==================== design 1
## config.mk

```make
export PLATFORM = sky130hd
export DESIGN_NAME = controlador_display
export DESIGN_NICKNAME = d
export VERILOG_FILES = /design/src/rtl/display_pkg.sv /design/src/rtl/decodificador_7seg.sv /design/src/rtl/controlador_display.sv
export SDC_FILE = /design/constraint.sdc
export NUM_CORES = 1
export LEC_CHECK = 0
export CAP_MARGIN = 0
export CORE_ASPECT_RATIO = 0.6
export CORE_UTILIZATION = 50
export DETAILED_ROUTE_END_ITERATION = 8
export PLACE_DENSITY = 0.87
export SLEW_MARGIN = 10
export SYNTH_ARGS = -nofsm -noshare
export SYNTH_HDL_FRONTEND = slang
export SYNTH_SLANG_ARGS = --single-unit
```

## constraint.sdc

```tcl
create_clock -name clk -period 2.2 [get_ports clk]
set_input_delay 0.44 -clock clk [delete_from_list [all_inputs] [get_ports clk]]
set_output_delay 0.44 -clock clk [all_outputs]
set_load 0.01 [all_outputs]
```

## src/rtl/display_pkg.sv

```systemverilog
`default_nettype none
// ============================================================================
// Module      : display_pkg
// Description : Shared types and constants for the 3-digit seven-segment
//               display controller: digit-slot state encoding, the blank
//               and dash patterns, and the active-low BCD digit table.
// Revision    : 1.0 - initial release
// ============================================================================
package display_pkg;

  // Digit slot being scanned: unidades, decenas, centenas.
  typedef enum logic [1:0] {
    DIG0 = 2'd0,
    DIG1 = 2'd1,
    DIG2 = 2'd2
  } estado_digito_t;

  // Active-low segment patterns, bit order {g,f,e,d,c,b,a}.
  localparam logic [6:0] SEG_BLANK = 7'b1111111;
  localparam logic [6:0] SEG_GUION = 7'b0111111;

  // Entry [n] is the pattern for decimal digit n.
  localparam logic [9:0][6:0] SEG_DIGITOS = {
    7'b0010000,  // 9
    7'b0000000,  // 8
    7'b1111000,  // 7
    7'b0000010,  // 6
    7'b0010010,  // 5
    7'b0011001,  // 4
    7'b0110000,  // 3
    7'b0100100,  // 2
    7'b1111001,  // 1
    7'b1000000   // 0
  };

endpackage : display_pkg
`default_nettype wire

```

## src/rtl/decodificador_7seg.sv

```systemverilog
`default_nettype none
// ============================================================================
// Module      : decodificador_7seg
// Description : Combinational BCD nibble to active-low seven-segment decoder.
//               Nibbles above 9 show a dash; blank forces all segments off.
// Ports       : nibble    in  4  BCD digit
//               blank     in  1  force all segments off
//               segmentos out 7  active-low pattern {g,f,e,d,c,b,a}
// Revision    : 1.0 - initial release
// ============================================================================
module decodificador_7seg
  import display_pkg::*;
(
  input  logic [3:0] nibble,
  input  logic       blank,
  output logic [6:0] segmentos
);

  always_comb begin
    segmentos = SEG_GUION;
    if (blank) begin
      segmentos = SEG_BLANK;
    end else if (nibble <= 4'd9) begin
      segmentos = SEG_DIGITOS[nibble];
    end
  end

endmodule : decodificador_7seg
`default_nettype wire

```

## src/rtl/controlador_display.sv

```systemverilog
`default_nettype none
// ============================================================================
// Module      : controlador_display
// Description : Multiplexed 3-digit common-anode seven-segment driver.
//               Captures a packed BCD word on a valid strobe into a shadow
//               register, transfers it to the display register only at the
//               start of a frame (no tearing), applies leading-zero blanking
//               and scans unidades/decenas/centenas with an anode-off guard
//               at the start of every slot.
// Ports       : clk         in  1   system clock
//               rst_n       in  1   asynchronous active-low reset
//               decimal     in  12  BCD {centenas, decenas, unidades}
//               dato_valido in  1   capture strobe for decimal
//               anodos      out 4   active-low digit enables, [3] unused
//               segmentos   out 7   active-low segments {g,f,e,d,c,b,a}
//               punto       out 1   active-low decimal point, held off
// Revision    : 1.0 - initial release
// ============================================================================
module controlador_display
  import display_pkg::*;
#(
  parameter int DIV_REFRESH = 50000,
  parameter int GUARD_CYC   = 500
) (
  input  logic        clk,
  input  logic        rst_n,
  input  logic [11:0] decimal,
  input  logic        dato_valido,
  output logic [3:0]  anodos,
  output logic [6:0]  segmentos,
  output logic        punto
);

  localparam int          CW       = $clog2(DIV_REFRESH);
  localparam logic [CW-1:0] c_ultimo = CW'(DIV_REFRESH - 1);
  localparam logic [CW-1:0] c_guarda = CW'(GUARD_CYC);

  estado_digito_t  r_estado;
  logic [CW-1:0]   r_cnt;
  logic [11:0]     r_shadow;
  logic [11:0]     r_display;

  logic [3:0]      w_nibble;
  logic            w_blank;
  logic [3:0]      w_anodo;
  logic [6:0]      w_seg;

  // Digit selection and leading-zero blanking for the slot being scanned.
  // A dash (nibble > 9) is non-zero, so it never triggers blanking.
  always_comb begin
    w_nibble = r_display[3:0];
    w_blank  = 1'b0;
    w_anodo  = 4'b1111;
    case (r_estado)
      DIG0: begin
        w_nibble = r_display[3:0];
        w_anodo  = 4'b1110;
      end
      DIG1: begin
        w_nibble = r_display[7:4];
        w_blank  = (r_display[11:8] == 4'd0) && (r_display[7:4] == 4'd0);
        w_anodo  = 4'b1101;
      end
      DIG2: begin
        w_nibble = r_display[11:8];
        w_blank  = (r_display[11:8] == 4'd0);
        w_anodo  = 4'b1011;
      end
      default: begin
        w_nibble = r_display[3:0];
        w_blank  = 1'b1;
        w_anodo  = 4'b1111;
      end
    endcase
  end

  decodificador_7seg u_decodificador (
    .nibble    (w_nibble),
    .blank     (w_blank),
    .segmentos (w_seg)
  );

  always_ff @(posedge clk or negedge rst_n) begin
    if (!rst_n) begin
      r_estado  <= DIG0;
      r_cnt     <= '0;
      r_shadow  <= '0;
      r_display <= '0;
      anodos    <= 4'b1111;
      segmentos <= SEG_BLANK;
    end else begin
      if (dato_valido) begin
        r_shadow <= decimal;
      end

      if (r_cnt == c_ultimo) begin
        r_cnt <= '0;
        case (r_estado)
          DIG0:    r_estado <= DIG1;
          DIG1:    r_estado <= DIG2;
          default: r_estado <= DIG0;
        endcase
        // Frame boundary: the old shadow value is taken, so a strobe on this
        // very edge waits for the following frame.
        if (r_estado == DIG2) begin
          r_display <= r_shadow;
        end
      end else begin
        r_cnt <= r_cnt + 1'b1;
      end

      // Segments follow the slot even during the guard; anodes stay off.
      anodos    <= (r_cnt < c_guarda) ? 4'b1111 : w_anodo;
      segmentos <= w_seg;
    end
  end

  assign punto = 1'b1;

endmodule : controlador_display
`default_nettype wire

```

==> design_1/wires.png <==
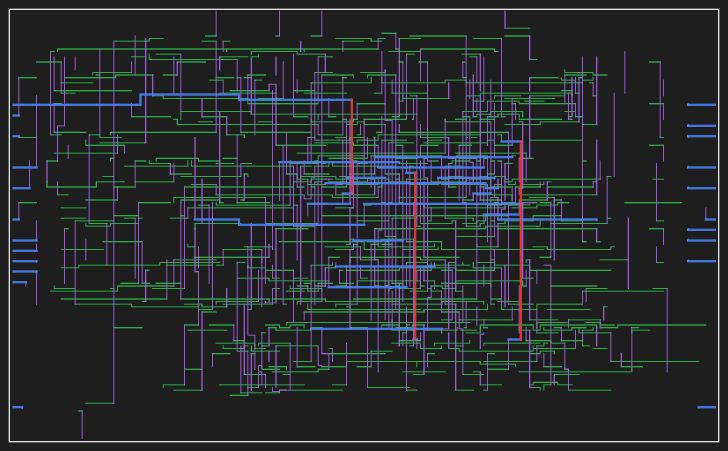
- green: metal 1 (wire length 2310 um)
- red: metal 4 (wire length 59.8 um)
- purple: metal 2 (wire length 2040 um)
- blue: metal 3 (wire length 304 um)

==> design_1/metal_density.png <==
The die is cut into 18 by 11 equal tiles; black is low, pale yellow is high, scaled to the fullest tile. Values are wire area over tile area, all layers added.
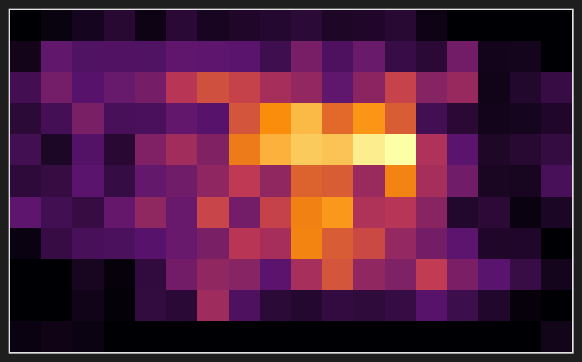
- emptiest ninth of the die: lower left
- mean over tiles: 0.15
- fullest tile: 0.58
- nearly empty tiles: 15%
routed via count: 1658
GR Util All Layers: 0.1979
average routed wire per standard cell: 15.66 um
wire length reported by the detailed router: 4713 um

==> layer usage <==
| layer | up-vias | wire (um) | GRT usage |
|---|---|---|---|
| met2 | 61 | 2039 | 0.2709 |
| met4 | 0 | 59 | 0.05134 |
| li1 | 782 | - | - |
| met3 | 7 | 303 | 0.05420 |
| met1 | 808 | 2310 | 0.3083 |
| met5 | - | 0 | 0 |
==> sequential cells by signal, indices dropped and copies added, names as in the netlist <==
name	flops
anodos	3
r_cnt	16
r_display	12
r_estado	2
r_shadow	12
segmentos	7
==> commit_impl_results.txt <==
Refresh implementation metrics

- In the placement report, post-DP HPWL is listed as 3295 um.
* Top cell type's share of synthesized area: 0.4284
* Number of antenna diodes: 0
* Critical-path maximum fanout: 6
- Sequential-to-total area share from yosys stat: 0.5354
* FP Core Util: 0.5293
- Worst IR Drop VDD: 0.0003338 V
- Number of gates resized after cts: 1
* Design internal power: 0.001249 W
* Cells taking the most area after synthesis: dfrtp_1 43%, dfstp_2 11%, mux2_2 6.4%
- The OpenROAD report gives the critical path a required time of 2.41 ns.
- Dominant kind of combinational cell: multiplexers
- Per STA, the startpoint of the critical path is r_estado[0].
* Destination of the critical timing path: segmentos[5]
- Buffers and inverters on the worst path: 2
- Among all stages on the critical path, the maximum delay recorded is 0.43 ns.
- Worst-path cell with the longest stage delay: dfrtp_1
* Part of the cycle the worst path needs: 0.9887
* Reg2reg start: r_estado[0]
- After the flow finishes, the layout carries non-filler instances totaling 301.
- Per STA, the worst path is made up of buf_4, ha_4, a22oi_2, a21o_1, ha_2, o221ai_1, a221oi_2, buf_4, o21ai_0.
* Area enclosed by the die boundary: 5200 um^2
- Part of the power in registers: 0.614
- TritonCTS clock tree: done
* Max Transition Viols Final: 0
- Dominant cell type by area after synthesis: dfrtp_1
- The number of antenna violations at the first check in global routing came to 0.
* Boundary Pins: 27
- The timing report gives the clock slew at the launch and capture registers of the worst setup and hold paths as 0.10 ns.
- RePlAce ended its routability-driven mode at a weighted congestion of 0.8405.
- Run status: complete, no violations
- Kind of critical path: reg2reg
- The final timing report derives a shortest allowable period of 2.175 ns.
* Clock buf/inv share: 0.03074
* Final setup slack of the worst path: 0.02476 ns
- Setup repair bufs after CTS: 1
* Worst Hold Class: in2async
* Depth of the most critical reg-to-reg path: 9
- Cell class with the largest area share: sequential cells
- Sequential group power: 0.000990 W
- Critical R2R Capture: segmentos[5]
- The power report lists the combinational group at 0.0000775 W.
- Across the placement rows, the number of tap cells is 63.
* Setup WS pre-CTS: -0.1447 ns
- In the layout the commonest cells are 42 x dfrtp_1, 23 x clkdlybuf4s50_1, 14 x mux2_2, 14 x buf_4, 11 x o21ai_0.
- Looking at the clock tree report, the root buffer type is clkbuf_8.
- The fraction of cell area in multi-input combinational cells is reported as 0.3772.
* Average instance area after synthesis: 12.45 um^2
- Inverter count of the layout excluding clock inverters: 8
* Maximum clock skew at final layout: 0.008062 ns
* Maximum number of pins on one net before global-route repair: 23
- Net switching power: 0.0003647 W
- Distinct cell type count of the synthesized netlist: 42
* Share of cell area taken by muxes after synthesis: 0.1418
- Stages on the worst setup path: 9

==================== design 2
==> design_2/layer_met1.png <==
Supply wires on this layer in grey.
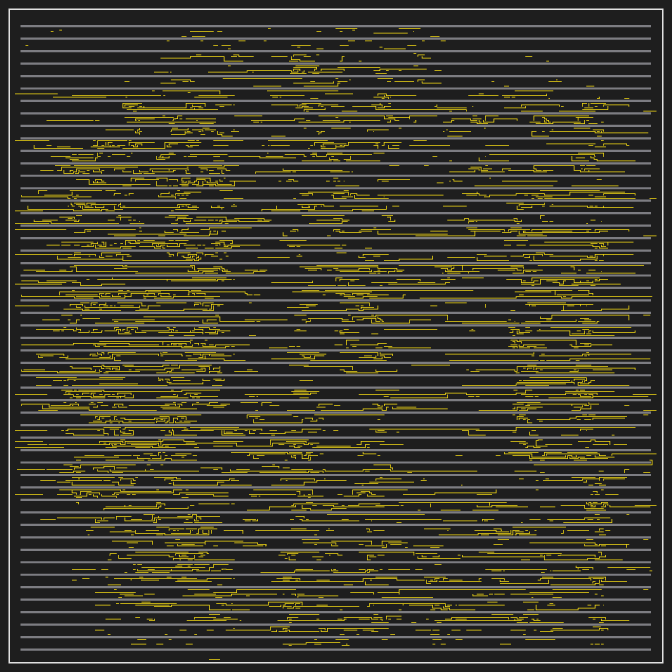
==> design_2/placement.png <==
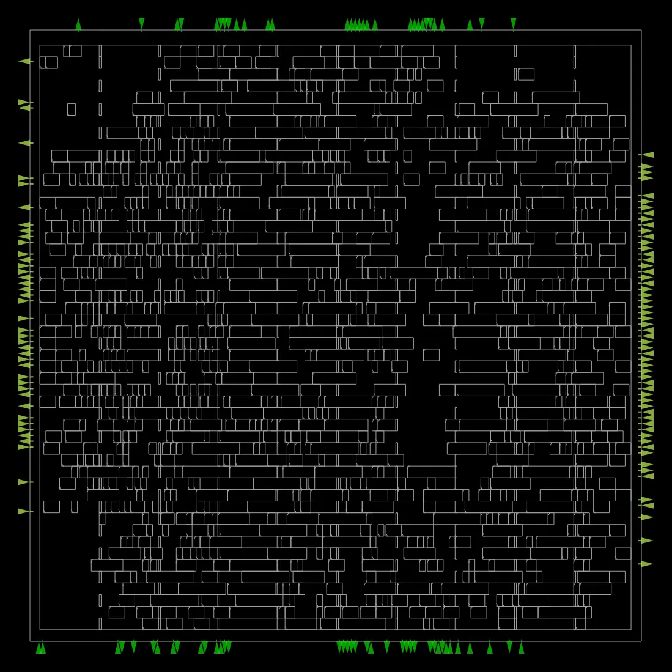
==> design_2/wires.png <==
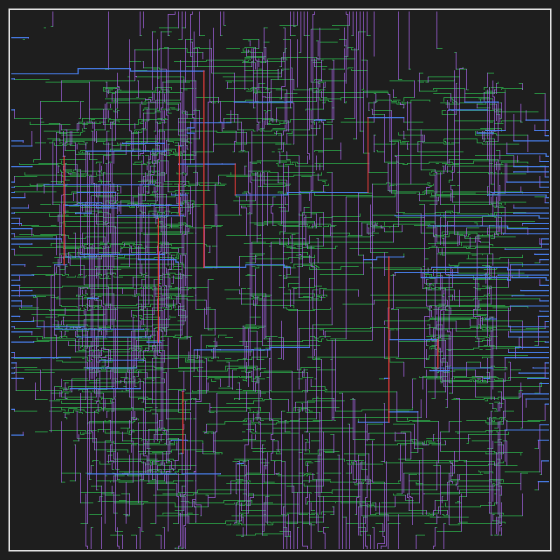
### config.mk
export PLATFORM = sky130hd
export DESIGN_NAME = m_ifetch
export DESIGN_NICKNAME = d
export VERILOG_FILES = /design/src/rtl/m_ifetch.sv
export SDC_FILE = /design/constraint.sdc
export NUM_CORES = 1
export LEC_CHECK = 0
export ABC_AREA = 1
export CAP_MARGIN = 20
export CORE_MARGIN = 2
export CORE_UTILIZATION = 40
export CTS_CLUSTER_SIZE = 24
export DETAILED_ROUTE_END_ITERATION = 10
export GPL_TIMING_DRIVEN = 0
export PLACE_DENSITY = 0.64
export SYNTH_ARGS = -nofsm -noshare
export SYNTH_HDL_FRONTEND = slang
export SYNTH_SLANG_ARGS = --single-unit
### constraint.sdc
create_clock -name w_clk -period 7 [get_ports w_clk]
set_clock_uncertainty 0.1 [all_clocks]
set_input_delay 1.05 -clock w_clk [delete_from_list [all_inputs] [get_ports w_clk]]
set_output_delay 1.05 -clock w_clk [all_outputs]
set_load 0.1 [all_outputs]
### src/rtl/m_ifetch.sv
// m_ifetch: instruction fetch front end. Issues sequential reads to an
// instruction memory with a fixed one-cycle read latency and queues the
// returned {pc, inst} pairs in a two-entry FIFO toward execute. A redirect
// flushes the queue, kills the in-flight read and restarts fetch.
//
// Output handshake: an entry transfers on any cycle where w_out_valid and
// w_out_ready are both 1 at the rising clock edge. w_out_valid never depends
// on w_out_ready, and the head fields come only from registers.
module m_ifetch #(
   parameter logic [31:0] RESET_PC = 32'h0000_0000,
   parameter int          DEPTH    = 2
) (
   input  logic        w_clk,
   input  logic        w_rst_n,
   output logic        w_imem_req,
   output logic [31:0] w_imem_addr,
   input  logic [31:0] w_imem_data,
   input  logic        w_redirect,
   input  logic [31:0] w_redirect_pc,
   output logic        w_out_valid,
   input  logic        w_out_ready,
   output logic [31:0] w_out_pc,
   output logic [31:0] w_out_inst
);

   // Queue capacity; only two entries are implemented by the storage below.
   localparam logic [2:0] CAP = 3'(DEPTH);

   logic [31:0] fetch_pc_q, fetch_pc_d;
   logic        inflight_q, inflight_d;
   logic [31:0] inflight_pc_q, inflight_pc_d;
   logic [1:0]  count_q, count_d;
   logic [31:0] pc0_q, pc0_d, inst0_q, inst0_d;   // head entry
   logic [31:0] pc1_q, pc1_d, inst1_q, inst1_d;   // second entry

   logic        out_valid;
   logic        pop;
   logic        push;
   logic        req;
   logic [2:0]  occupancy;
   logic [1:0]  wr_idx;

   // Handshake, request decision and occupancy after this cycle's pop.
   always_comb begin
      out_valid = w_rst_n & (count_q != 2'd0);
      pop       = out_valid & w_out_ready;
      // A response landing in a redirect cycle belongs to the old path.
      push      = inflight_q & ~w_redirect;
      // Entries held plus the one arriving, minus the one leaving; pop
      // implies count_q >= 1 so this never underflows.
      occupancy = {1'b0, count_q} + {2'b00, inflight_q} - {2'b00, pop};
      req       = w_rst_n & ~w_redirect & (occupancy < CAP);
      wr_idx    = count_q - {1'b0, pop};
   end

   // Next-state: FIFO shift/write, counters, fetch pointer, redirect flush.
   always_comb begin
      fetch_pc_d    = fetch_pc_q;
      inflight_d    = req;
      inflight_pc_d = inflight_pc_q;
      count_d       = count_q + {1'b0, push} - {1'b0, pop};
      pc0_d         = pc0_q;
      inst0_d       = inst0_q;
      pc1_d         = pc1_q;
      inst1_d       = inst1_q;

      // Popping shifts the second entry into the head.
      if (pop) begin
         pc0_d   = pc1_q;
         inst0_d = inst1_q;
      end

      // The write slot is computed after the shift so order is preserved.
      if (push) begin
         if (wr_idx == 2'd0) begin
            pc0_d   = inflight_pc_q;
            inst0_d = w_imem_data;
         end else begin
            pc1_d   = inflight_pc_q;
            inst1_d = w_imem_data;
         end
      end

      if (req) begin
         fetch_pc_d    = fetch_pc_q + 32'd4;
         inflight_pc_d = fetch_pc_q;
      end

      // Redirect wins over everything; low address bits are dropped.
      if (w_redirect) begin
         count_d    = 2'd0;
         inflight_d = 1'b0;
         fetch_pc_d = w_redirect_pc & 32'hFFFF_FFFC;
      end
   end

   // Control state with synchronous active-low reset (overrides redirect).
   always_ff @(posedge w_clk) begin
      if (!w_rst_n) begin
         fetch_pc_q <= RESET_PC;
         inflight_q <= 1'b0;
         count_q    <= 2'd0;
      end else begin
         fetch_pc_q <= fetch_pc_d;
         inflight_q <= inflight_d;
         count_q    <= count_d;
      end
   end

   // Data storage; contents are meaningless while the matching count/flag is clear.
   always_ff @(posedge w_clk) begin
      inflight_pc_q <= inflight_pc_d;
      pc0_q         <= pc0_d;
      inst0_q       <= inst0_d;
      pc1_q         <= pc1_d;
      inst1_q       <= inst1_d;
   end

   assign w_imem_req  = req;
   assign w_imem_addr = fetch_pc_q;
   assign w_out_valid = out_valid;
   assign w_out_pc    = pc0_q;
   assign w_out_inst  = inst0_q;

endmodule

==> commit_impl_results.txt <==
Refresh implementation metrics

- In the synthesized netlist, the cells that appear most often are 260 x nand2_1, 111 x nor2_1, 97 x dfxtp_1.
* Half-perimeter wire length after placement: 13360 um
* Final Util: 0.5431
- Looking at the clock tree report, the maximum root-to-sink buffer count equals 2.
- Depth of the most critical reg-to-reg path: 16
- The report lists the number of cells resized after CTS as 1.
* CP cell instances: clkdlybuf4s50_1, inv_2, a21oi_2, nand2_2, inv_2, buf_2, ha_1, inv_1, nand2_1, fa_1, inv_1, nor2_1, nand2_2, inv_2, buf_2, clkbuf_2
- The CTS report gives the tree buffer count as 17.
- Root buffer cell: clkbuf_16
- Clk sink count: 189
* Wire length of the first global-routing pass: 29640 um
- R2r setup slk: 3.00 ns
- In the finished design, the share of the clock period the worst path needs comes to 0.9310.
- The endpoint of the worst hold path is reported as w_out_pc[1].
* Multi-input logic portion of the cell area: 0.2460
* Total negative slack: 0 ns
* Worst Setup End Kind: output pin
- The finished layout holds 1276 standard cells, fillers aside.
- On the worst setup and hold paths after CTS, the clock-pin slew comes to 0.06 ns.
* Run status: complete, no violations
- Registers represent a cell area share of 0.4631.
* Via count of the first global-routing pass: 5707
- Tally of max-capacitance violations: 0
- Simple-Gate Fraction of Synth Area: 0.2133
* Dominant cell type by area after synthesis: edfxtp_1
* Kind of critical path: in2out
- Non-clock buffering overhead: 0.1834
- Among the stages of the critical path, the cell type that occurs most often is inv_2.
- Logic power comb: 0.00119 W
- Design Power: 0.003440 W
* Adder Share, Synth: 0.01080
* Die Ht: 142.2 um
- Critical path's top delay family: buffers and inverters
- The power report attributes to the combinational group a share of 0.346.
* Initial antenna violation count: 0
- Per the final report, max-transition violations number 0.
* Net count of the finished layout: 1103
* Clock latency at the later pin of the worst-skew pair: 0.42 ns
* Top power consumer group: registers
- The multi-input combinational cells in the finished layout cover a total of 2499 um^2.
- The STA report counts the stages on the worst setup path as 16.
## Picture notes: design_2/layer_met1.png
- wire length on this layer: 8760 um
- nets with wire on the layer: 1007
- main direction: horizontal
- share of all routed wire: 46%
GR met1 Demand/Resource: 0.2607
routed via count: 6160
wire length reported by the detailed router: 18880 um

## Picture notes: design_2/placement.png
registers: 189
fillers: 1659
tap cell instance count: 234

## Picture notes: design_2/wires.png
- blue: metal 3 (wire length 1260 um)
- purple: metal 2 (wire length 8640 um)
- red: metal 4 (wire length 226 um)
- green: metal 1 (wire length 8760 um)
average routed wire per standard cell: 14.80 um
GR Util All Layers: 0.1887

[cells in the final DEF (no fill, tap or decap), types with 11 or more instances in the layout]
cell type	n
a31oi_1	62
inv_1	62
buf_2	11
clkbuf_16	17
nor2_1	111
clkbuf_1	22
nand3_1	34
edfxtp_1	92
o21ai_0	24
dfxtp_1	97
a21oi_1	27
nand2_1	260
clkdlybuf4s50_1	160
[per-layer routing]
layer	wire length, um	vias up	track usage
met1	8762	2774	0.2607
li1	-	3156	-
met2	8637	210	0.2960
met4	226	0	0.06737
met5	0	-	0
met3	1258	20	0.03802

==================== design 3
==> design_3/placement_by_type.png <==
The bar under the picture is 10 um long. Fill, decap, tap and diode cells in grey.
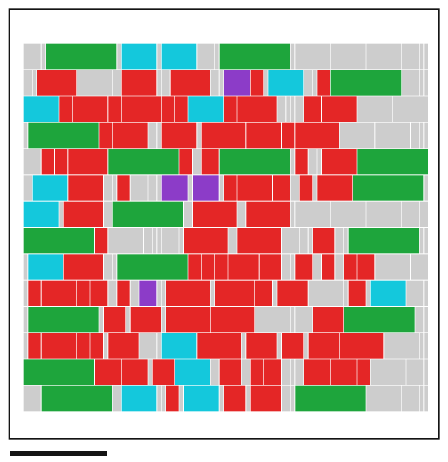
==> design_3/wires.png <==
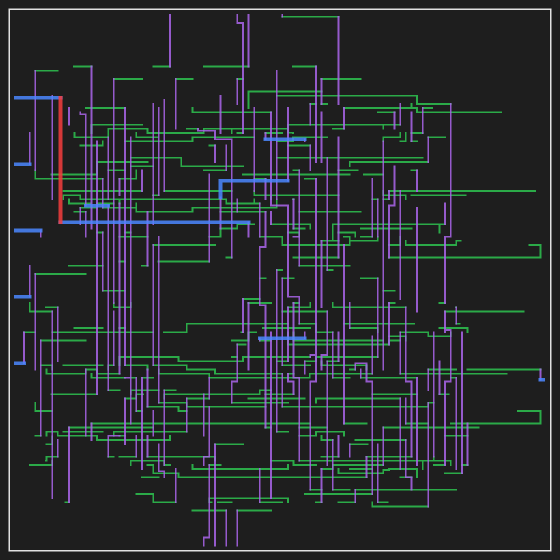
$ cat config.mk
export PLATFORM = sky130hd
export DESIGN_NAME = serial_tx
export DESIGN_NICKNAME = d
export VERILOG_FILES = /design/src/rtl/serial_tx.sv
export SDC_FILE = /design/constraint.sdc
export NUM_CORES = 1
export LEC_CHECK = 0
export CAP_MARGIN = 0
export CORE_UTILIZATION = 57
export DETAILED_ROUTE_END_ITERATION = 12
export PLACE_DENSITY = 0.84
export SLEW_MARGIN = 20
export SYNTH_ARGS = -nofsm -noshare
export SYNTH_HDL_FRONTEND = slang
export SYNTH_SLANG_ARGS = --single-unit
$ cat constraint.sdc
create_clock -name clk -period 2.8 [get_ports clk]
set_input_delay 0.42 -clock clk [delete_from_list [all_inputs] [get_ports clk]]
set_output_delay 0.42 -clock clk [all_outputs]
set_load 0.02 [all_outputs]
$ cat src/rtl/serial_tx.sv
// serial_tx: 8N1 serial transmitter with a valid/ready byte input.
// Frame = start bit (0), 8 data bits LSB first, stop bit (1); each bit is
// held for CLKS_PER_BIT clock cycles. tx_out is registered.
module serial_tx #(
  parameter int unsigned CLKS_PER_BIT = 4
) (
  input  logic       clk,
  input  logic       rst,
  input  logic       tx_valid,
  input  logic [7:0] tx_data,
  output logic       tx_ready,
  output logic       tx_out,
  output logic       busy
);

  localparam int unsigned DIV_W = $clog2(CLKS_PER_BIT) + 1;
  localparam logic [DIV_W-1:0] DIV_LAST = DIV_W'(CLKS_PER_BIT - 1);

  typedef enum logic [1:0] {
    IDLE,
    START,
    DATA,
    STOP
  } state_t;

  state_t           r_state,  w_state_nxt;
  logic [DIV_W-1:0] r_div,    w_div_nxt;
  logic [2:0]       r_bit,    w_bit_nxt;
  logic [7:0]       r_shift,  w_shift_nxt;
  logic             r_tx_out, w_tx_out_nxt;
  logic             w_bit_end;

  assign w_bit_end = (r_div == DIV_LAST);

  // State and datapath registers; reset forces an idle, high line.
  always_ff @(posedge clk) begin
    if (rst) begin
      r_state  <= IDLE;
      r_div    <= '0;
      r_bit    <= '0;
      r_shift  <= '0;
      r_tx_out <= 1'b1;
    end else begin
      r_state  <= w_state_nxt;
      r_div    <= w_div_nxt;
      r_bit    <= w_bit_nxt;
      r_shift  <= w_shift_nxt;
      r_tx_out <= w_tx_out_nxt;
    end
  end

  // Next-state logic; the value of each bit is computed one cycle ahead so
  // the line comes straight from a flop.
  always_comb begin
    w_state_nxt  = r_state;
    w_div_nxt    = r_div;
    w_bit_nxt    = r_bit;
    w_shift_nxt  = r_shift;
    w_tx_out_nxt = r_tx_out;
    case (r_state)
      IDLE: begin
        w_tx_out_nxt = 1'b1;
        if (tx_valid) begin
          w_state_nxt  = START;
          w_shift_nxt  = tx_data;
          w_div_nxt    = '0;
          w_bit_nxt    = '0;
          w_tx_out_nxt = 1'b0;
        end
      end
      START: begin
        if (w_bit_end) begin
          w_state_nxt  = DATA;
          w_div_nxt    = '0;
          w_tx_out_nxt = r_shift[0];
        end else begin
          w_div_nxt = r_div + 1'b1;
        end
      end
      DATA: begin
        if (w_bit_end) begin
          w_div_nxt = '0;
          if (r_bit == 3'd7) begin
            w_state_nxt  = STOP;
            w_tx_out_nxt = 1'b1;
          end else begin
            // Shift register's bit 0 is on the line; bit 1 goes out next.
            w_bit_nxt    = r_bit + 3'd1;
            w_shift_nxt  = {1'b0, r_shift[7:1]};
            w_tx_out_nxt = r_shift[1];
          end
        end else begin
          w_div_nxt = r_div + 1'b1;
        end
      end
      STOP: begin
        if (w_bit_end) begin
          w_state_nxt = IDLE;
          w_div_nxt   = '0;
          w_bit_nxt   = '0;
        end else begin
          w_div_nxt = r_div + 1'b1;
        end
      end
      default: begin
        w_state_nxt  = IDLE;
        w_tx_out_nxt = 1'b1;
      end
    endcase
  end

  assign tx_ready = (r_state == IDLE);
  assign busy     = (r_state != IDLE);
  assign tx_out   = r_tx_out;

endmodule

==> commit_impl_results.txt <==
Refresh implementation metrics

* Register bit total from synthesis: 17
- TritonCTS clock tree: done
- The top cell types in the final layout, fill and taps aside, are 23 x nand2_1, 17 x dfxtp_1, 13 x clkdlybuf4s50_1, 12 x mux2i_1, 10 x ha_1.
- According to the dpl log, the detail-placed design has an HPWL of 1444 um.
* Clk sink count: 17
- Run status: complete, no violations
* Root buffer cell: clkbuf_4
- Max fanout on the critical path was recorded as 7.
- The worst register-to-register path has a setup slack of 0.74 ns.
- Buffers and inverters on the worst path: 3
- Entering global routing, the biggest net connects 26 pins.
- For this run, the final setup violation count is recorded as 0.
- Prior to clock tree synthesis, the placed netlist has a worst setup slack of 0.7554 ns.
- Most Crowded Layer GR: met2
* Worst hold slack: 0.4676 ns
- Instance tally after logic synthesis: 111
- Worst Path Required: 2.38 ns
- Counting flops with an async set or reset pin after synthesis yields a share of 0.
- The routed design could run at a clock period as short as 2.160 ns.
- GR met1 Demand/Resource: 0.2734
* Hold-fix buffers, CTS: 0
- After synthesis, the share of cell area in mux cells is 0.2066.
- Across all setup checks in the final design, the least slack found is 0.6396 ns.
- The synthesis run identifies the leading combinational cell family as simple AND/OR/NAND/NOR gates.
* Area fraction in xor and xnor cells: 0
- Post-synth top flop: dfxtp_1
- Via count of the first global-routing pass: 758
- Of the available clock period, the critical path in the final layout requires 0.7716.
- Per the CTS log, the buffer count on the longest clock path is 2.
- Distinct cell type count of the synthesized netlist: 32
* Transition time of the tightest slew-check pin: 0.6682 ns
- Top cell type's share of synthesized area: 0.3346
- The post-synth count of flops with an enable pin is 0.
* Met3 Resource Use GR: 0.03673
- Number of gates resized after cts: 0
- Hold depth: 2
* Post-Layout Inst Area: 1181 um^2
* Clock Pin Slew Worst Setup and Hold Paths: 0.10 ns
* Routed wire length on met3: 40 um
Notes on design_3/placement_by_type.png above:
- purple: clock drivers and dummy loads (cells 4; share of their area 2.4%)
- green: sequential cells (cells 17; share of their area 30%)
- red: combinational and other logic (cells 90; share of their area 57%)
- cyan: remaining buffers and delay cells (cells 13; share of their area 11%)

Notes on design_3/wires.png above:
- red: metal 4 (wire length 10.2 um)
- purple: metal 2 (wire length 906 um)
- blue: metal 3 (wire length 40.0 um)
- green: metal 1 (wire length 889 um)
wire length reported by the detailed router: 1845 um
average routed wire per standard cell: 12.47 um
GR Util All Layers: 0.2237
routed via count: 777

[sequential cells by signal, indices dropped and copies added (netlist names)]
register	cells
r_shift	8
tx_out	1
r_div	3
r_bit	3
r_state	2
[cell type report]
type	count	area [um^2]
clock inverter	1	5.005
tap	24	30.03
timing repair buffer	13	130.1
multi-input combinational	85	634.4
sequential	17	340.3
inverter	5	18.77
clock buffer	3	22.52
fill	120	412.9
[power breakdown]
part	switching (W)	internal [W]
logic	0.000347	0.000336
registers	0.0000503	0.000326
clock network	0.0000808	0.0000531
total	0.000479	0.000715

Power is estimated from default activity; no workload was simulated.
